# ---- design 1 ----
**Design 1: cell outlines without signal wires**

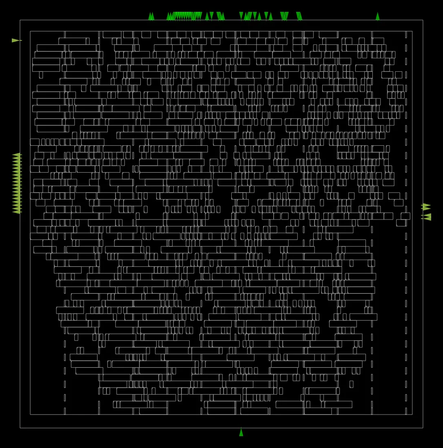
**Design 1: cells by drive strength**

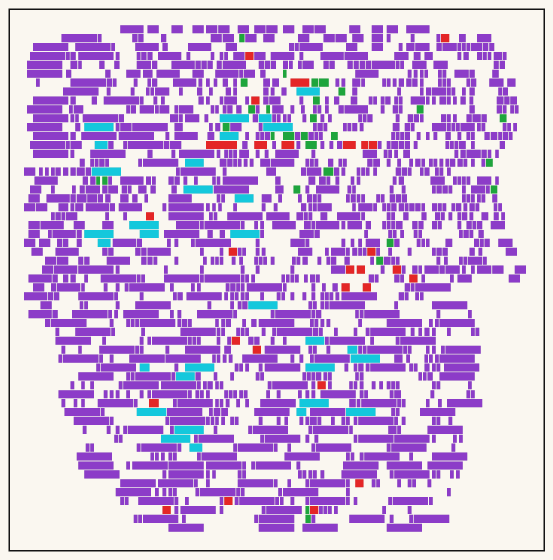
### src/rtl/accu_core_p.sv
// Parametrised accumulator core with a return-address stack, flag branches,
// HALT, and a stall-capable req/ack data-memory port.
module accu_core_p #(
    parameter int DATA_W      = 8,
    parameter int PC_W        = 6,
    parameter int REG_N       = 16,
    parameter int STACK_DEPTH = 4,
    parameter int INS_W       = 5 + DATA_W
) (
    input  logic              clk,
    input  logic              nReset,
    output logic [PC_W-1:0]   pc,
    input  logic [INS_W-1:0]  ins,
    output logic              dm_req,
    output logic              dm_we,
    output logic [DATA_W-1:0] dm_addr,
    output logic [DATA_W-1:0] dm_wdata,
    input  logic [DATA_W-1:0] dm_rdata,
    input  logic              dm_ack,
    output logic [DATA_W-1:0] acc,
    output logic [1:0]        flags,
    output logic              halted,
    output logic              err
);

    localparam int RI_W = (REG_N > 1) ? $clog2(REG_N) : 1;
    localparam int SI_W = (STACK_DEPTH > 1) ? $clog2(STACK_DEPTH) : 1;
    localparam int SP_W = $clog2(STACK_DEPTH + 1);
    localparam logic [SP_W-1:0] SP_FULL = SP_W'(STACK_DEPTH);

    localparam logic [1:0] ST_RUN      = 2'd0;
    localparam logic [1:0] ST_MEM_WAIT = 2'd1;
    localparam logic [1:0] ST_HALT     = 2'd2;

    localparam logic [4:0] OP_LDI  = 5'h01;
    localparam logic [4:0] OP_LDR  = 5'h02;
    localparam logic [4:0] OP_STR  = 5'h03;
    localparam logic [4:0] OP_LDM  = 5'h04;
    localparam logic [4:0] OP_STM  = 5'h05;
    localparam logic [4:0] OP_ADD  = 5'h06;
    localparam logic [4:0] OP_ADC  = 5'h07;
    localparam logic [4:0] OP_SUB  = 5'h08;
    localparam logic [4:0] OP_AND  = 5'h09;
    localparam logic [4:0] OP_OR   = 5'h0A;
    localparam logic [4:0] OP_XOR  = 5'h0B;
    localparam logic [4:0] OP_ADDI = 5'h0C;
    localparam logic [4:0] OP_JMP  = 5'h0D;
    localparam logic [4:0] OP_JZ   = 5'h0E;
    localparam logic [4:0] OP_JC   = 5'h0F;
    localparam logic [4:0] OP_CALL = 5'h10;
    localparam logic [4:0] OP_RET  = 5'h11;
    localparam logic [4:0] OP_HALT = 5'h12;

    logic [1:0]        state;
    logic [DATA_W-1:0] acc_r;
    logic              c_flag;
    logic              z_flag;
    logic [DATA_W-1:0] regs  [REG_N];
    logic [PC_W-1:0]   stack [STACK_DEPTH];
    logic [SP_W-1:0]   sp;

    logic [4:0]        op;
    logic [DATA_W-1:0] opnd;
    logic [RI_W-1:0]   rsel;
    logic [DATA_W-1:0] rval;
    logic [PC_W-1:0]   pc_inc;
    logic [PC_W-1:0]   target;
    logic [SI_W-1:0]   push_idx;
    logic [SI_W-1:0]   pop_idx;

    logic [DATA_W:0]   sum_add;
    logic [DATA_W:0]   sum_adc;
    logic [DATA_W:0]   sum_sub;
    logic [DATA_W:0]   sum_addi;
    logic [DATA_W:0]   c_ext;

    logic              a_wr;
    logic [DATA_W-1:0] a_new;
    logic              c_wr;
    logic              c_new;

    assign op       = ins[INS_W-1 -: 5];
    assign opnd     = ins[DATA_W-1:0];
    assign rsel     = opnd[RI_W-1:0];
    assign rval     = regs[rsel];
    assign pc_inc   = pc + PC_W'(1);
    assign target   = opnd[PC_W-1:0];
    assign push_idx = SI_W'(sp);
    assign pop_idx  = SI_W'(sp - SP_W'(1));

    assign c_ext    = {{DATA_W{1'b0}}, c_flag};
    assign sum_add  = {1'b0, acc_r} + {1'b0, rval};
    assign sum_adc  = sum_add + c_ext;
    // The extra top bit of the difference is the borrow (set when A < R).
    assign sum_sub  = {1'b0, acc_r} - {1'b0, rval};
    assign sum_addi = {1'b0, acc_r} + {1'b0, opnd};

    always_comb begin
        a_wr  = 1'b0;
        a_new = acc_r;
        c_wr  = 1'b0;
        c_new = c_flag;
        case (op)
            OP_LDI:  begin a_wr = 1'b1; a_new = opnd; end
            OP_LDR:  begin a_wr = 1'b1; a_new = rval; end
            OP_ADD:  begin a_wr = 1'b1; c_wr = 1'b1; {c_new, a_new} = sum_add; end
            OP_ADC:  begin a_wr = 1'b1; c_wr = 1'b1; {c_new, a_new} = sum_adc; end
            OP_SUB:  begin a_wr = 1'b1; c_wr = 1'b1; {c_new, a_new} = sum_sub; end
            OP_ADDI: begin a_wr = 1'b1; c_wr = 1'b1; {c_new, a_new} = sum_addi; end
            OP_AND:  begin a_wr = 1'b1; a_new = acc_r & rval; end
            OP_OR:   begin a_wr = 1'b1; a_new = acc_r | rval; end
            OP_XOR:  begin a_wr = 1'b1; a_new = acc_r ^ rval; end
            default: ;
        endcase
    end

    always_ff @(posedge clk) begin
        if (!nReset) begin
            state    <= ST_RUN;
            pc       <= '0;
            acc_r    <= '0;
            c_flag   <= 1'b0;
            z_flag   <= 1'b0;
            sp       <= '0;
            dm_req   <= 1'b0;
            dm_we    <= 1'b0;
            dm_addr  <= '0;
            dm_wdata <= '0;
            err      <= 1'b0;
            for (int unsigned i = 0; i < REG_N; i++) regs[i] <= '0;
        end else begin
            case (state)
                ST_RUN: begin
                    if (a_wr) begin
                        acc_r  <= a_new;
                        z_flag <= (a_new == '0);
                    end
                    if (c_wr) c_flag <= c_new;
                    case (op)
                        OP_STR: begin
                            regs[rsel] <= acc_r;
                            pc         <= pc_inc;
                        end
                        OP_LDM, OP_STM: begin
                            dm_req   <= 1'b1;
                            dm_we    <= (op == OP_STM);
                            dm_addr  <= opnd;
                            dm_wdata <= acc_r;
                            state    <= ST_MEM_WAIT;
                        end
                        OP_JMP: pc <= target;
                        OP_JZ:  pc <= z_flag ? target : pc_inc;
                        OP_JC:  pc <= c_flag ? target : pc_inc;
                        OP_CALL: begin
                            if (sp == SP_FULL) begin
                                err   <= 1'b1;
                                state <= ST_HALT;
                            end else begin
                                stack[push_idx] <= pc_inc;
                                sp              <= sp + SP_W'(1);
                                pc              <= target;
                            end
                        end
                        OP_RET: begin
                            if (sp == '0) begin
                                err   <= 1'b1;
                                state <= ST_HALT;
                            end else begin
                                pc <= stack[pop_idx];
                                sp <= sp - SP_W'(1);
                            end
                        end
                        OP_HALT: state <= ST_HALT;
                        default: pc <= pc_inc;
                    endcase
                end
                ST_MEM_WAIT: begin
                    if (dm_ack) begin
                        if (!dm_we) begin
                            acc_r  <= dm_rdata;
                            z_flag <= (dm_rdata == '0);
                        end
                        dm_req <= 1'b0;
                        pc     <= pc_inc;
                        state  <= ST_RUN;
                    end
                end
                default: ;
            endcase
        end
    end

    assign acc    = acc_r;
    assign flags  = {c_flag, z_flag};
    assign halted = (state == ST_HALT);

endmodule

### config.mk
export PLATFORM = sky130hd
export DESIGN_NAME = accu_core_p
export DESIGN_NICKNAME = d
export VERILOG_FILES = /design/src/rtl/accu_core_p.sv
export SDC_FILE = /design/constraint.sdc
export NUM_CORES = 1
export LEC_CHECK = 0
export ABC_AREA = 1
export CORE_AREA = 4 4 159 161
export CTS_CLUSTER_SIZE = 40
export DETAILED_ROUTE_END_ITERATION = 16
export DIE_AREA = 0 0 163 165
export GPL_ROUTABILITY_DRIVEN = 0
export SETUP_SLACK_MARGIN = 0.1
export SLEW_MARGIN = 20
export SYNTH_ARGS = -nofsm -noshare
export SYNTH_HDL_FRONTEND = slang
export SYNTH_SLANG_ARGS = --single-unit
export TNS_END_PERCENT = 1
### constraint.sdc
create_clock -name clk -period 5.3 [get_ports clk]
set_input_delay 1.06 -clock clk [delete_from_list [all_inputs] [get_ports clk]]
set_output_delay 1.06 -clock clk [all_outputs]
set_load 0.005 [all_outputs]
==> out/metrics.cfg <==
[grt]
met2_usage_pct=39.7
first_global_vias=9146
antenna_found_initial=0
grt_max_degree=47

[cells_and_area]
drive_gt1_share_pct=6.00
mostFrequentLayoutCells=nand2_1 (449), nor2_1 (214), edfxtp_1 (152), inv_1 (104), nand3_1 (78)

[logic_synthesis]
ys_sh_mux_pct=0
synth_area_sq_mm=0.0109
aoi_share_pct=8.69
top_area_cell=edfxtp_1
flop_cell=edfxtp_1
edf_count=152
yosys_warnings=0
ys_sh_adder_pct=5.26

[critical_path]
crit_start=ins[1]
cp_cell_sequence=clkdlybuf4s50_1, buf_4, nand2_1, inv_1, buf_4, nand2_1, nand4_1, nand2_1, nand2_1, nor2_1, ha_1, inv_1, nand2_1, nand2_1, nor2_1, nand3_1, nor2_1, nand4_1, nand3_1, nand3_1, nand2_1, a21oi_1, o21a_1
r2r_slack_ps=1980
cp_max_fo=12

[clocking]
ctsResizeCount=0
path_clk_slew_ps=80
cts_buffers=17
hold_buffers=0
clock_sinks=192
cts_tree=built

[timing]
rsz0062_at_grt=false
layout_min_cycle_time_ps=4450
finalHoldViolations=0
timing.fmax_ghz=0.225
setup_viol=0
clock_skew_ps=20.7
worst_slew_pin_slew_ps=1110

[min_path]
holdPathEnd=dm_req$_SDFFE_PN0P_

[route]
wl_met2_um=15200
dr.first_iter.drc_count=909

[status]
status=complete, no violations

[pwr]
power-top-group=sequential cells
peakVddDrop_uv=218

[floorplanning]
fp.dieH_um=165
die_x_um=163

Notes on 'cell outlines without signal wires' of design 1 above:
Rows: 57
core area: 0.0240 sq mm
# fillers: 2,344
seq_cells: 192
Final Non-Filler Cells: 1,757

Notes on 'cells by drive strength' of design 1 above:
drive 6 and up: in cyan, cells 31, share 2.2%, most used clkbuf_16. drive 1 or less: in purple, cells 1,347, share 94%, most used nand2_1. drive 3 to 4: in red, cells 27, share 1.9%, most used buf_4. drive 2: in green, cells 28, share 2.0%, most used nor2_2.
area delta synth->final: 13.8%
Final WS setup: 846 ps
cell area after layout: 0.0124 sq mm
Non-CTS buffers: 79

[cell type report]
class / instances / area [sq um] / area share, %
clock inverter: 15 / 183 / 1.47
clock buffer: 17 / 425 / 3.43
sequential: 192 / 5370 / 43.3
inverter: 114 / 430 / 3.47
tap: 324 / 405 / 3.27
multi-input combinational: 1016 / 4850 / 39.2
timing repair buffer: 79 / 731 / 5.90
[critical path, delay by kind of cell]
| kind | cells | cell delay, ps |
|---|---|---|
| buffers and inverters | 5 | 1530 |
| adder cells (fa/ha/maj) | 1 | 420 |
| AND-OR/OR-AND | 2 | 250 |
| AND/OR/NAND/NOR | 15 | 1520 |
[metrics by stage]
step	std cells	area, sq um
2_1_floorplan	1378	10900
6_report	1757	12400
3_5_place_dp	1725	11800
5_1_grt	1757	12400
4_1_cts	1757	12400
3_3_place_gp	1725	11800
[sequential cells by signal, summed over array words and instances, names as in the netlist]
| register | count |
|---|---|
| stack | 24 |
| z_flag | 1 |
| sp | 3 |
| dm_addr | 8 |
| regs | 128 |
| state | 2 |
| dm_we | 1 |
| dm_req | 1 |
| err | 1 |
| pc | 6 |
| dm_wdata | 8 |
| c_flag | 1 |
| acc | 8 |

# ---- design 2 ----
--- src/rtl/uart_pkg.sv ---
// uart_pkg: shared UART receiver states, idle level and baud divider helper.
package uart_pkg;
  typedef enum logic [2:0] {IDLE, START, DATA, PARITY, STOP} rx_state_t;
  localparam logic UART_IDLE_LEVEL = 1'b1;
  function automatic int calc_div(input int clk_hz, input int baud, input int os);
    return int'(longint'(clk_hz) / (longint'(baud) * longint'(os)));
  endfunction
endpackage

--- src/rtl/uart_baud_tick.sv ---
// uart_baud_tick: one-clock tick every DIV clocks, restartable to phase zero.
module uart_baud_tick #(
  parameter int DIV = 1
) (
  input  logic clk,
  input  logic reset,
  input  logic restart,
  output logic tick
);
  localparam int W = DIV > 1 ? $clog2(DIV) : 1;
  logic [W-1:0] cnt;
  assign tick = cnt == W'(DIV - 1);
  always_ff @(posedge clk or posedge reset)
    if (reset) cnt <= '0;
    else cnt <= (restart || tick) ? '0 : cnt + W'(1);
endmodule

--- src/rtl/uart_rx_core.sv ---
// uart_rx_core: oversampling UART receiver with valid/ready holding register.
// Define UART_RX_PARITY_EN to add a parity bit, PARITY_ODD and parity_err.
module uart_rx_core
  import uart_pkg::*;
#(
  parameter int CLK_HZ     = 12000000,
  parameter int BAUD       = 115200,
  parameter int DATA_BITS  = 8,
  parameter int OVERSAMPLE = 16
`ifdef UART_RX_PARITY_EN
  ,
  parameter bit PARITY_ODD = 1'b0
`endif
) (
  input  logic                 clk,
  input  logic                 reset,
  input  logic                 rx,
  output logic [DATA_BITS-1:0] data,
  output logic                 data_valid,
  input  logic                 data_ready,
  output logic                 frame_err,
  output logic                 overrun,
`ifdef UART_RX_PARITY_EN
  output logic                 parity_err,
`endif
  output logic                 busy
);
  localparam int DIV = calc_div(CLK_HZ, BAUD, OVERSAMPLE);
  localparam int OW  = $clog2(OVERSAMPLE);
  localparam int BW  = $clog2(DATA_BITS + 1);
  if (DIV < 1 || DATA_BITS < 5 || DATA_BITS > 9 || OVERSAMPLE < 4 || OVERSAMPLE % 2 != 0) begin : g_bad_cfg
    $error("uart_rx_core: unsupported CLK_HZ/BAUD/DATA_BITS/OVERSAMPLE combination");
  end
  logic [1:0]           rx_q;
  logic                 rx_s, tick, restart, mid, last, stop_ok, stop_bad, load;
  rx_state_t            state, state_n;
  logic [OW-1:0]        os_cnt, os_n;
  logic [BW-1:0]        bit_cnt, bit_n;
  logic [DATA_BITS-1:0] shift, shift_n;
`ifdef UART_RX_PARITY_EN
  logic                 par_bad, par_n;
`endif
  assign rx_s = rx_q[1];
  assign busy = state != IDLE;
  assign mid  = tick && os_cnt == OW'(OVERSAMPLE / 2 - 1);
  assign last = tick && os_cnt == OW'(OVERSAMPLE - 1);
  assign load = stop_ok && (!data_valid || data_ready);
  uart_baud_tick #(.DIV(DIV)) u_tick (
    .clk    (clk),
    .reset  (reset),
    .restart(restart),
    .tick   (tick)
  );
  always_comb begin
    state_n  = state;
    os_n     = (tick && state != IDLE) ? os_cnt + OW'(1) : os_cnt;
    bit_n    = bit_cnt;
    shift_n  = shift;
    restart  = 1'b0;
    stop_ok  = 1'b0;
    stop_bad = 1'b0;
`ifdef UART_RX_PARITY_EN
    par_n    = par_bad;
`endif
    case (state)
      IDLE: if (!rx_s) begin
        state_n = START;
        os_n    = '0;
        bit_n   = '0;
        restart = 1'b1;
      end
      START: if (mid) begin
        state_n = rx_s ? IDLE : DATA;
        os_n    = '0;
      end
      DATA: if (last) begin
        shift_n = {rx_s, shift[DATA_BITS-1:1]};
        bit_n   = bit_cnt + BW'(1);
        os_n    = '0;
`ifdef UART_RX_PARITY_EN
        state_n = bit_cnt == BW'(DATA_BITS - 1) ? PARITY : DATA;
`else
        state_n = bit_cnt == BW'(DATA_BITS - 1) ? STOP : DATA;
`endif
      end
`ifdef UART_RX_PARITY_EN
      PARITY: if (last) begin
        par_n   = (^shift ^ rx_s) != PARITY_ODD;
        state_n = STOP;
        os_n    = '0;
      end
`endif
      STOP: if (last) begin
        stop_ok  = rx_s;
        stop_bad = !rx_s;
        state_n  = IDLE;
        os_n     = '0;
      end
      default: state_n = IDLE;
    endcase
  end
  always_ff @(posedge clk or posedge reset)
    if (reset) begin
      rx_q       <= {2{UART_IDLE_LEVEL}};
      state      <= IDLE;
      os_cnt     <= '0;
      bit_cnt    <= '0;
      shift      <= '0;
      data       <= '0;
      data_valid <= 1'b0;
      frame_err  <= 1'b0;
      overrun    <= 1'b0;
`ifdef UART_RX_PARITY_EN
      par_bad    <= 1'b0;
      parity_err <= 1'b0;
`endif
    end else begin
      rx_q       <= {rx_q[0], rx};
      state      <= state_n;
      os_cnt     <= os_n;
      bit_cnt    <= bit_n;
      shift      <= shift_n;
      frame_err  <= stop_bad;
      overrun    <= stop_ok && data_valid && !data_ready;
      data       <= load ? shift : data;
      data_valid <= load || (data_valid && !data_ready);
`ifdef UART_RX_PARITY_EN
      par_bad    <= par_n;
      parity_err <= load && par_bad;
`endif
    end
endmodule

--- config.mk ---
export PLATFORM = sky130hd
export DESIGN_NAME = uart_rx_core
export DESIGN_NICKNAME = d
export VERILOG_FILES = /design/src/rtl/uart_pkg.sv /design/src/rtl/uart_baud_tick.sv /design/src/rtl/uart_rx_core.sv
export SDC_FILE = /design/constraint.sdc
export NUM_CORES = 1
export LEC_CHECK = 0
export CORE_UTILIZATION = 35
export DETAILED_ROUTE_END_ITERATION = 8
export MAX_ROUTING_LAYER = met4
export PLACE_DENSITY_LB_ADDON = 0.1
export RECOVER_POWER = 100
export SYNTH_ARGS = -nofsm -noshare
export SYNTH_HDL_FRONTEND = slang
export SYNTH_SLANG_ARGS = --single-unit
--- constraint.sdc ---
create_clock -name clk -period 2.2 [get_ports clk]
set_clock_uncertainty 0.1 [all_clocks]
set_input_delay 0.22 -clock clk [delete_from_list [all_inputs] [get_ports clk]]
set_output_delay 0.22 -clock clk [all_outputs]
set_load 0.01 [all_outputs]
**Design 2: routed metal, one color a layer**

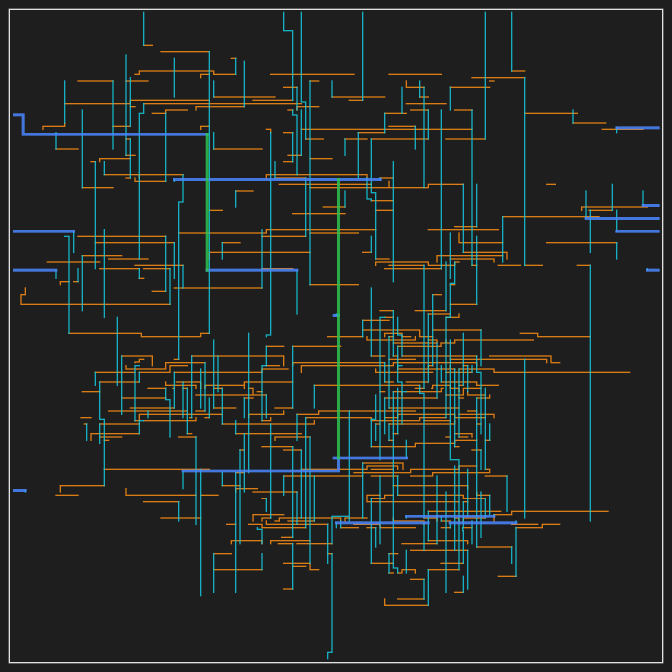
met4: in green, wire length 43.5 um. met2: in cyan, wire length 1,190 um. met3: in blue, wire length 135 um. met1: in orange, wire length 1,270 um.
vias after detailed routing: 1,008
final WL: 2640 um

**Design 2: I/O nets highlighted**

Bar = 20 um.
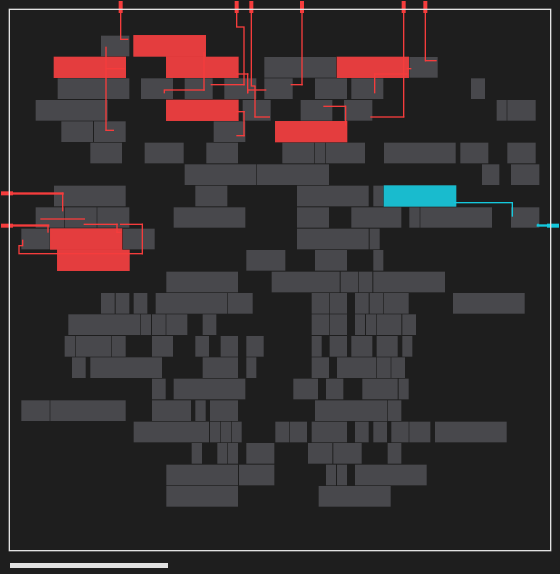
frame_err: in cyan, bits 1, direction output, end cells 1, wire 10.4 um. data: in red, bits 8, direction output, end cells 8, wire 166 um.

==> out/metrics.cfg <==
[status]
status=complete, no violations

[logic_synthesis]
yosys.area_share.xor_xnor_pct=0.566
yosysSeqAreaShare_pct=56.8
topCellsByArea=dfrtp_1 (53%), mux2_2 (10%), ha_1 (4.0%)

[floorplanning]
dieArea_sq_mm=0.00469
design.core.area_sq_mm=0.00412
initCoreUtil_pct=37.6

[critical_path]
cpMaxStageDelayCell=clkdlybuf4s50_1
r2r_slack_ps=200

[timing]
period_used_pct=93.2
worst_slew_pin_slew_ps=838
layout_min_cycle_time_ps=2050

[cells_and_area]
syn_to_final_growth_pct=18.3
combGateArea_sq_um=621

[pwr]
power.static_leakage_nw=0.912

[grt]
met2_usage_pct=19.4
grt_usage_pct=14.1
grt.overflow.total=0

**Design 2: cell classes on the final placement**

Fill, decap, tap and diode cells in gray.
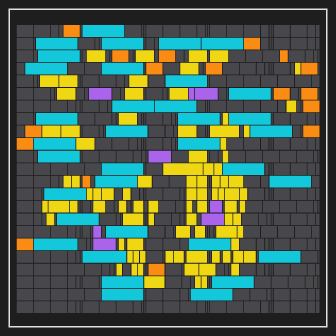
flip-flops: in cyan, cells 35, share of their area 50%. clock drivers and dummy loads: in purple, cells 8, share of their area 4.8%. other buffers and delay cells: in orange, cells 17, share of their area 9.1%. all other logic: in yellow, cells 88, share of their area 36%.

layout make-up:
| type | instances | area share, % |
|---|---|---|
| Sequential cell | 35 | 48.0 |
| Multi-Input combinational cell | 82 | 33.9 |
| Timing Repair Buffer | 17 | 8.76 |
| Clock buffer | 6 | 3.97 |
| Tap cell | 50 | 3.42 |
| Inverter | 6 | 1.23 |
| Clock inverter | 2 | 0.684 |
sequential cells by signal (all words and copies together) (netlist names):
signal      flops
bit_cnt         4
data            8
data_valid      1
frame_err       1
os_cnt          4
overrun         1
rx_q            2
shift           8
state           3
u_tick.cnt      3
per-stage QoR:
stage                     instances  power (mW)  util (%)  worst slack (ps)
final                           198        1.13      44.5               149
after detailed placement        190       0.701      42.6               260
after CTS                       198        1.15      44.6               141
after floorplan                 128       0.686         -               403
after global placement          190       0.700      42.6               334
after global routing            198        1.19      44.5              39.6
report_power, final:
group	leakage, nW	total, mW	switching [mW]	internal (mW)
logic	0.390	0.0326	0.0215	0.0111
clock network	0.0412	0.449	0.228	0.221
registers	0.481	0.653	0.00522	0.648
critical path: cells and delay by family (launching register included):
family / cells / cell delay (ps)
buffers and inverters: 1 / 510
flip-flops: 1 / 480
AND/OR/NAND/NOR: 1 / 460

# ---- design 3 ----
**Design 3: cell outlines without signal wires**

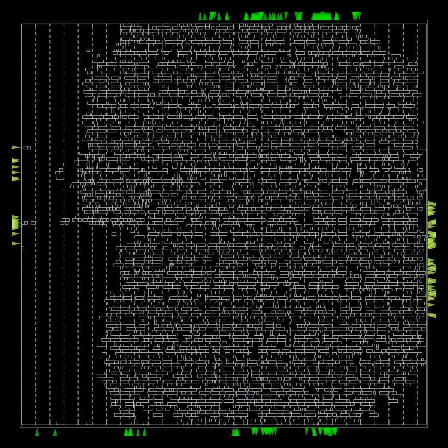
**Design 3: cell classes on the final placement**

Fill, decap, tap and diode cells in gray.
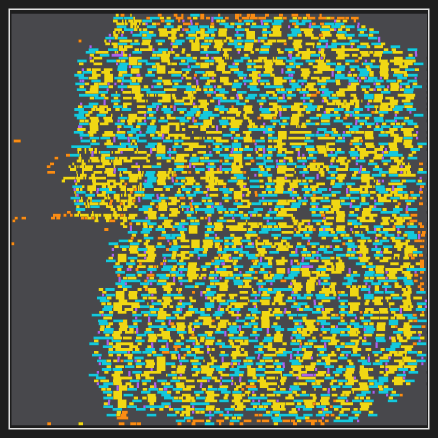
--- src/rtl/regfile_mp_sb_if.sv ---
// Operand-read, reserve and writeback bus of the regfile_mp_sb scoreboarded register file.
interface regfile_mp_sb_if #(
  parameter int unsigned REG_WIDTH      = 32,
  parameter int unsigned REG_ADDR_WIDTH = 5,
  parameter int unsigned NUM_RD         = 3
);
  logic [NUM_RD*REG_ADDR_WIDTH-1:0] Rd_Sel_i;
  logic [NUM_RD*REG_WIDTH-1:0]      Rd_Data_o;
  logic [NUM_RD-1:0]                Rd_Busy_o;
  logic                             Rsv_Valid_i;
  logic [REG_ADDR_WIDTH-1:0]        Rsv_Sel_i;
  logic                             Wr_We_i;
  logic [REG_ADDR_WIDTH-1:0]        Wr_Sel_i;
  logic [REG_WIDTH-1:0]             Wr_Data_i;
  logic                             Flush_i;
  logic [REG_ADDR_WIDTH:0]          Busy_Cnt_o;

  modport master (
    output Rd_Sel_i, Rsv_Valid_i, Rsv_Sel_i, Wr_We_i, Wr_Sel_i, Wr_Data_i, Flush_i,
    input  Rd_Data_o, Rd_Busy_o, Busy_Cnt_o
  );

  modport slave (
    input  Rd_Sel_i, Rsv_Valid_i, Rsv_Sel_i, Wr_We_i, Wr_Sel_i, Wr_Data_i, Flush_i,
    output Rd_Data_o, Rd_Busy_o, Busy_Cnt_o
  );
endinterface

--- src/rtl/regfile_mp_sb.sv ---
// Multi-read-port register file with busy-bit scoreboard and busy counter.
// Optional same-cycle write-to-read bypass enabled by defining REGFILE_BYPASS_EN.
module regfile_mp_sb #(
  parameter int unsigned REG_WIDTH      = 32,
  parameter int unsigned REG_ADDR_WIDTH = 5,
  parameter int unsigned NUM_RD         = 3,
  parameter int unsigned R0_IS_ZERO     = 1
) (
  input  logic              Clk_i,
  input  logic              Rst_i,
  regfile_mp_sb_if.slave    bus
);
  localparam int unsigned W         = REG_WIDTH;
  localparam int unsigned AW        = REG_ADDR_WIDTH;
  localparam int unsigned CW        = REG_ADDR_WIDTH + 1;
  localparam int unsigned REG_COUNT = 2 ** REG_ADDR_WIDTH;

  logic [W-1:0]         regs [REG_COUNT];
  logic [REG_COUNT-1:0] busy;
  logic [REG_COUNT-1:0] busy_nxt;
  logic [CW-1:0]        cnt;
  logic [CW-1:0]        cnt_nxt;
  logic                 wr_ok;
  logic                 rsv_ok;
  logic                 set_bit;
  logic                 clr_bit;

  always_comb begin
    wr_ok  = bus.Wr_We_i && !((R0_IS_ZERO != 0) && (bus.Wr_Sel_i == '0));
    rsv_ok = bus.Rsv_Valid_i && !bus.Flush_i &&
             !((R0_IS_ZERO != 0) && (bus.Rsv_Sel_i == '0));
    // A write only frees a slot when a younger reserve isn't re-claiming it.
    set_bit = rsv_ok && !busy[bus.Rsv_Sel_i];
    clr_bit = wr_ok && busy[bus.Wr_Sel_i] &&
              !(rsv_ok && (bus.Rsv_Sel_i == bus.Wr_Sel_i));

    busy_nxt = busy;
    if (wr_ok)  busy_nxt[bus.Wr_Sel_i]  = 1'b0;
    if (rsv_ok) busy_nxt[bus.Rsv_Sel_i] = 1'b1;
    if (bus.Flush_i) busy_nxt = '0;

    if (bus.Flush_i) cnt_nxt = '0;
    else             cnt_nxt = cnt + CW'(set_bit) - CW'(clr_bit);
  end

  always_ff @(posedge Clk_i or posedge Rst_i) begin
    if (Rst_i) begin
      for (int unsigned i = 0; i < REG_COUNT; i++) regs[i] <= '0;
      busy <= '0;
      cnt  <= '0;
    end else begin
      if (wr_ok) regs[bus.Wr_Sel_i] <= bus.Wr_Data_i;
      busy <= busy_nxt;
      cnt  <= cnt_nxt;
    end
  end

  always_comb begin
    bus.Rd_Data_o = '0;
    bus.Rd_Busy_o = '0;
    for (int unsigned k = 0; k < NUM_RD; k++) begin : rd_port
      logic [AW-1:0] s;
      s = bus.Rd_Sel_i[k*AW +: AW];
      bus.Rd_Data_o[k*W +: W] = regs[s];
      bus.Rd_Busy_o[k]        = busy[s];
      if ((R0_IS_ZERO != 0) && (s == '0)) begin
        bus.Rd_Data_o[k*W +: W] = '0;
        bus.Rd_Busy_o[k]        = 1'b0;
      end
`ifdef REGFILE_BYPASS_EN
      // wr_ok already excludes reg 0, so the zero register is never bypassed.
      if (wr_ok && (s == bus.Wr_Sel_i)) begin
        bus.Rd_Data_o[k*W +: W] = bus.Wr_Data_i;
        bus.Rd_Busy_o[k]        = bus.Rsv_Valid_i && (bus.Rsv_Sel_i == bus.Wr_Sel_i);
      end
`else
      // Without bypass, written data only becomes visible after the edge.
`endif
    end
  end

  assign bus.Busy_Cnt_o = cnt;
endmodule

--- src/flat_wrapper.sv ---
// flat-port wrapper written by rule: the top's interface ports become plain ports
module regfile_mp_sb_flat 
#(
  parameter int unsigned REG_WIDTH      = 32,
  parameter int unsigned REG_ADDR_WIDTH = 5,
  parameter int unsigned NUM_RD         = 3,
  parameter int unsigned R0_IS_ZERO     = 1
)
  (Clk_i, Rst_i, bus_Rd_Sel_i, bus_Rsv_Valid_i, bus_Rsv_Sel_i, bus_Wr_We_i, bus_Wr_Sel_i, bus_Wr_Data_i, bus_Flush_i, bus_Rd_Data_o, bus_Rd_Busy_o, bus_Busy_Cnt_o);
  regfile_mp_sb_if #(.REG_WIDTH(REG_WIDTH), .REG_ADDR_WIDTH(REG_ADDR_WIDTH), .NUM_RD(NUM_RD)) bus_i ();
  input  logic Clk_i;
  input  logic Rst_i;
  input wire logic [$bits(bus_i.Rd_Sel_i)-1:0] bus_Rd_Sel_i;
  input wire logic [$bits(bus_i.Rsv_Valid_i)-1:0] bus_Rsv_Valid_i;
  input wire logic [$bits(bus_i.Rsv_Sel_i)-1:0] bus_Rsv_Sel_i;
  input wire logic [$bits(bus_i.Wr_We_i)-1:0] bus_Wr_We_i;
  input wire logic [$bits(bus_i.Wr_Sel_i)-1:0] bus_Wr_Sel_i;
  input wire logic [$bits(bus_i.Wr_Data_i)-1:0] bus_Wr_Data_i;
  input wire logic [$bits(bus_i.Flush_i)-1:0] bus_Flush_i;
  output wire logic [$bits(bus_i.Rd_Data_o)-1:0] bus_Rd_Data_o;
  output wire logic [$bits(bus_i.Rd_Busy_o)-1:0] bus_Rd_Busy_o;
  output wire logic [$bits(bus_i.Busy_Cnt_o)-1:0] bus_Busy_Cnt_o;
  assign bus_i.Rd_Sel_i = bus_Rd_Sel_i;
  assign bus_i.Rsv_Valid_i = bus_Rsv_Valid_i;
  assign bus_i.Rsv_Sel_i = bus_Rsv_Sel_i;
  assign bus_i.Wr_We_i = bus_Wr_We_i;
  assign bus_i.Wr_Sel_i = bus_Wr_Sel_i;
  assign bus_i.Wr_Data_i = bus_Wr_Data_i;
  assign bus_i.Flush_i = bus_Flush_i;
  assign bus_Rd_Data_o = bus_i.Rd_Data_o;
  assign bus_Rd_Busy_o = bus_i.Rd_Busy_o;
  assign bus_Busy_Cnt_o = bus_i.Busy_Cnt_o;
  regfile_mp_sb #(.REG_WIDTH(REG_WIDTH), .REG_ADDR_WIDTH(REG_ADDR_WIDTH), .NUM_RD(NUM_RD), .R0_IS_ZERO(R0_IS_ZERO)) u_core (.Clk_i(Clk_i), .Rst_i(Rst_i), .bus(bus_i));
endmodule
--- config.mk ---
export PLATFORM = sky130hd
export DESIGN_NAME = regfile_mp_sb_flat
export DESIGN_NICKNAME = d
export VERILOG_FILES = /design/src/rtl/regfile_mp_sb_if.sv /design/src/rtl/regfile_mp_sb.sv /design/src/flat_wrapper.sv
export SDC_FILE = /design/constraint.sdc
export NUM_CORES = 2
export LEC_CHECK = 0
export CAP_MARGIN = 20
export CORE_UTILIZATION = 42
export CTS_BUF_LIST = sky130_fd_sc_hd__clkbuf_2
export CTS_CLUSTER_DIAMETER = 50
export DETAILED_ROUTE_END_ITERATION = 12
export SLEW_MARGIN = 20
export SYNTH_ARGS = -nofsm -noshare
export SYNTH_HDL_FRONTEND = slang
export SYNTH_SLANG_ARGS = --single-unit
--- constraint.sdc ---
create_clock -name Clk_i -period 118.6 [get_ports Clk_i]
set_clock_uncertainty 0.15 [all_clocks]
set_input_delay 23.72 -clock Clk_i [delete_from_list [all_inputs] [get_ports Clk_i]]
set_output_delay 23.72 -clock Clk_i [all_outputs]
set_load 0.01 [all_outputs]
==> out/metrics.cfg <==
[timing]
rsz0062_at_grt=false
layout_min_cycle_time_ps=52910
period_used_pct=44.6

[critical_path]
arrival_ps=29040
max_stage_delay_ps=820
cp_cell_sequence=buf_8, buf_4, buf_4, buf_4, buf_4, mux4_2, mux4_2, clkinv_1, a221oi_2, clkdlybuf4s50_1
start_kind=input pin
r2r_slack_ps=114970

[grt]
grt_max_degree=159
grt.overflow.total=0

[clocking]
postCtsSetupRepairBufs=0
hold_buffers=0
cts_buffers=303
ctsResizeCount=0

[logic_synthesis]
synth.ff_latch_count=1062
synth.logic.top_family=multiplexers
top_area_cell=dfrtp_1

[placed_design]
portBuffers=166

[cells_and_area]
ff_count=1062
num-multi-input-gates=2429
buffer_area_share_pct=3.42
diodes=10
clockNetworkAreaShare_pct=3.39
combGateArea_sq_mm=0.0365

[pwr]
peakVddDrop_uv=12.0
power.static_leakage_nw=29.4
power_frac_clock_pct=24.8

[status]
status=complete, no violations

[route]
dr.first_iter.drc_count=5226

## Picture notes: 'cell outlines without signal wires' of design 3
core area: 0.155 sq mm
Post-Route Utilization: 45.8%
Rows: 144
Final Non-Filler Cells: 6,400
# fillers: 13,726

## Picture notes: 'cell classes on the final placement' of design 3
all other logic: in yellow, cells 2,540, share of their area 54%. other buffers and delay cells: in orange, cells 268, share of their area 3.6%. clock drivers and dummy loads: in purple, cells 476, share of their area 3.5%. flip-flops: in cyan, cells 1,062, share of their area 39%.
cell area after layout: 0.0710 sq mm
flop share of the area: 37.5%

==> cells in the final DEF, fill, tap and decap left out, types with 17 or more instances in the layout <==
cell type | synthesis | final
nand2_1 | 35 | 19
buf_2 | 179 | 20
buf_4 | 13 | 99
o221ai_1 | 99 | 99
mux2i_1 | 101 | 101
dfrtp_1 | 1062 | 1062
mux2_1 | 23 | 23
a221oi_2 | 92 | 92
clkbuf_2 | 0 | 428
mux2_2 | 977 | 977
clkinv_1 | 99 | 135
nor2_1 | 39 | 32
a22oi_1 | 21 | 21
clkdlybuf4s50_1 | 0 | 131
a21oi_1 | 17 | 17
mux4_2 | 903 | 903
==> power groups by stage <==
stage                     Clock [mW]  Combinational [mW]  Sequential, mW
final                          0.262               0.302           0.491
after global routing           0.289               0.319           0.501
after CTS                      0.270               0.302           0.488
after detailed placement           0               0.302           0.495
after global placement             0               0.298           0.491
after floorplan                    0               0.232           0.477
==> worst max-delay path, delay by kind of cell <==
kind,cells,cell delay (ps)
muxes,2,1090
buffers and inverters,7,3950
AOI/OAI and AO/OA,1,90

No activity file was given, so power comes from the tool's default toggle rates.
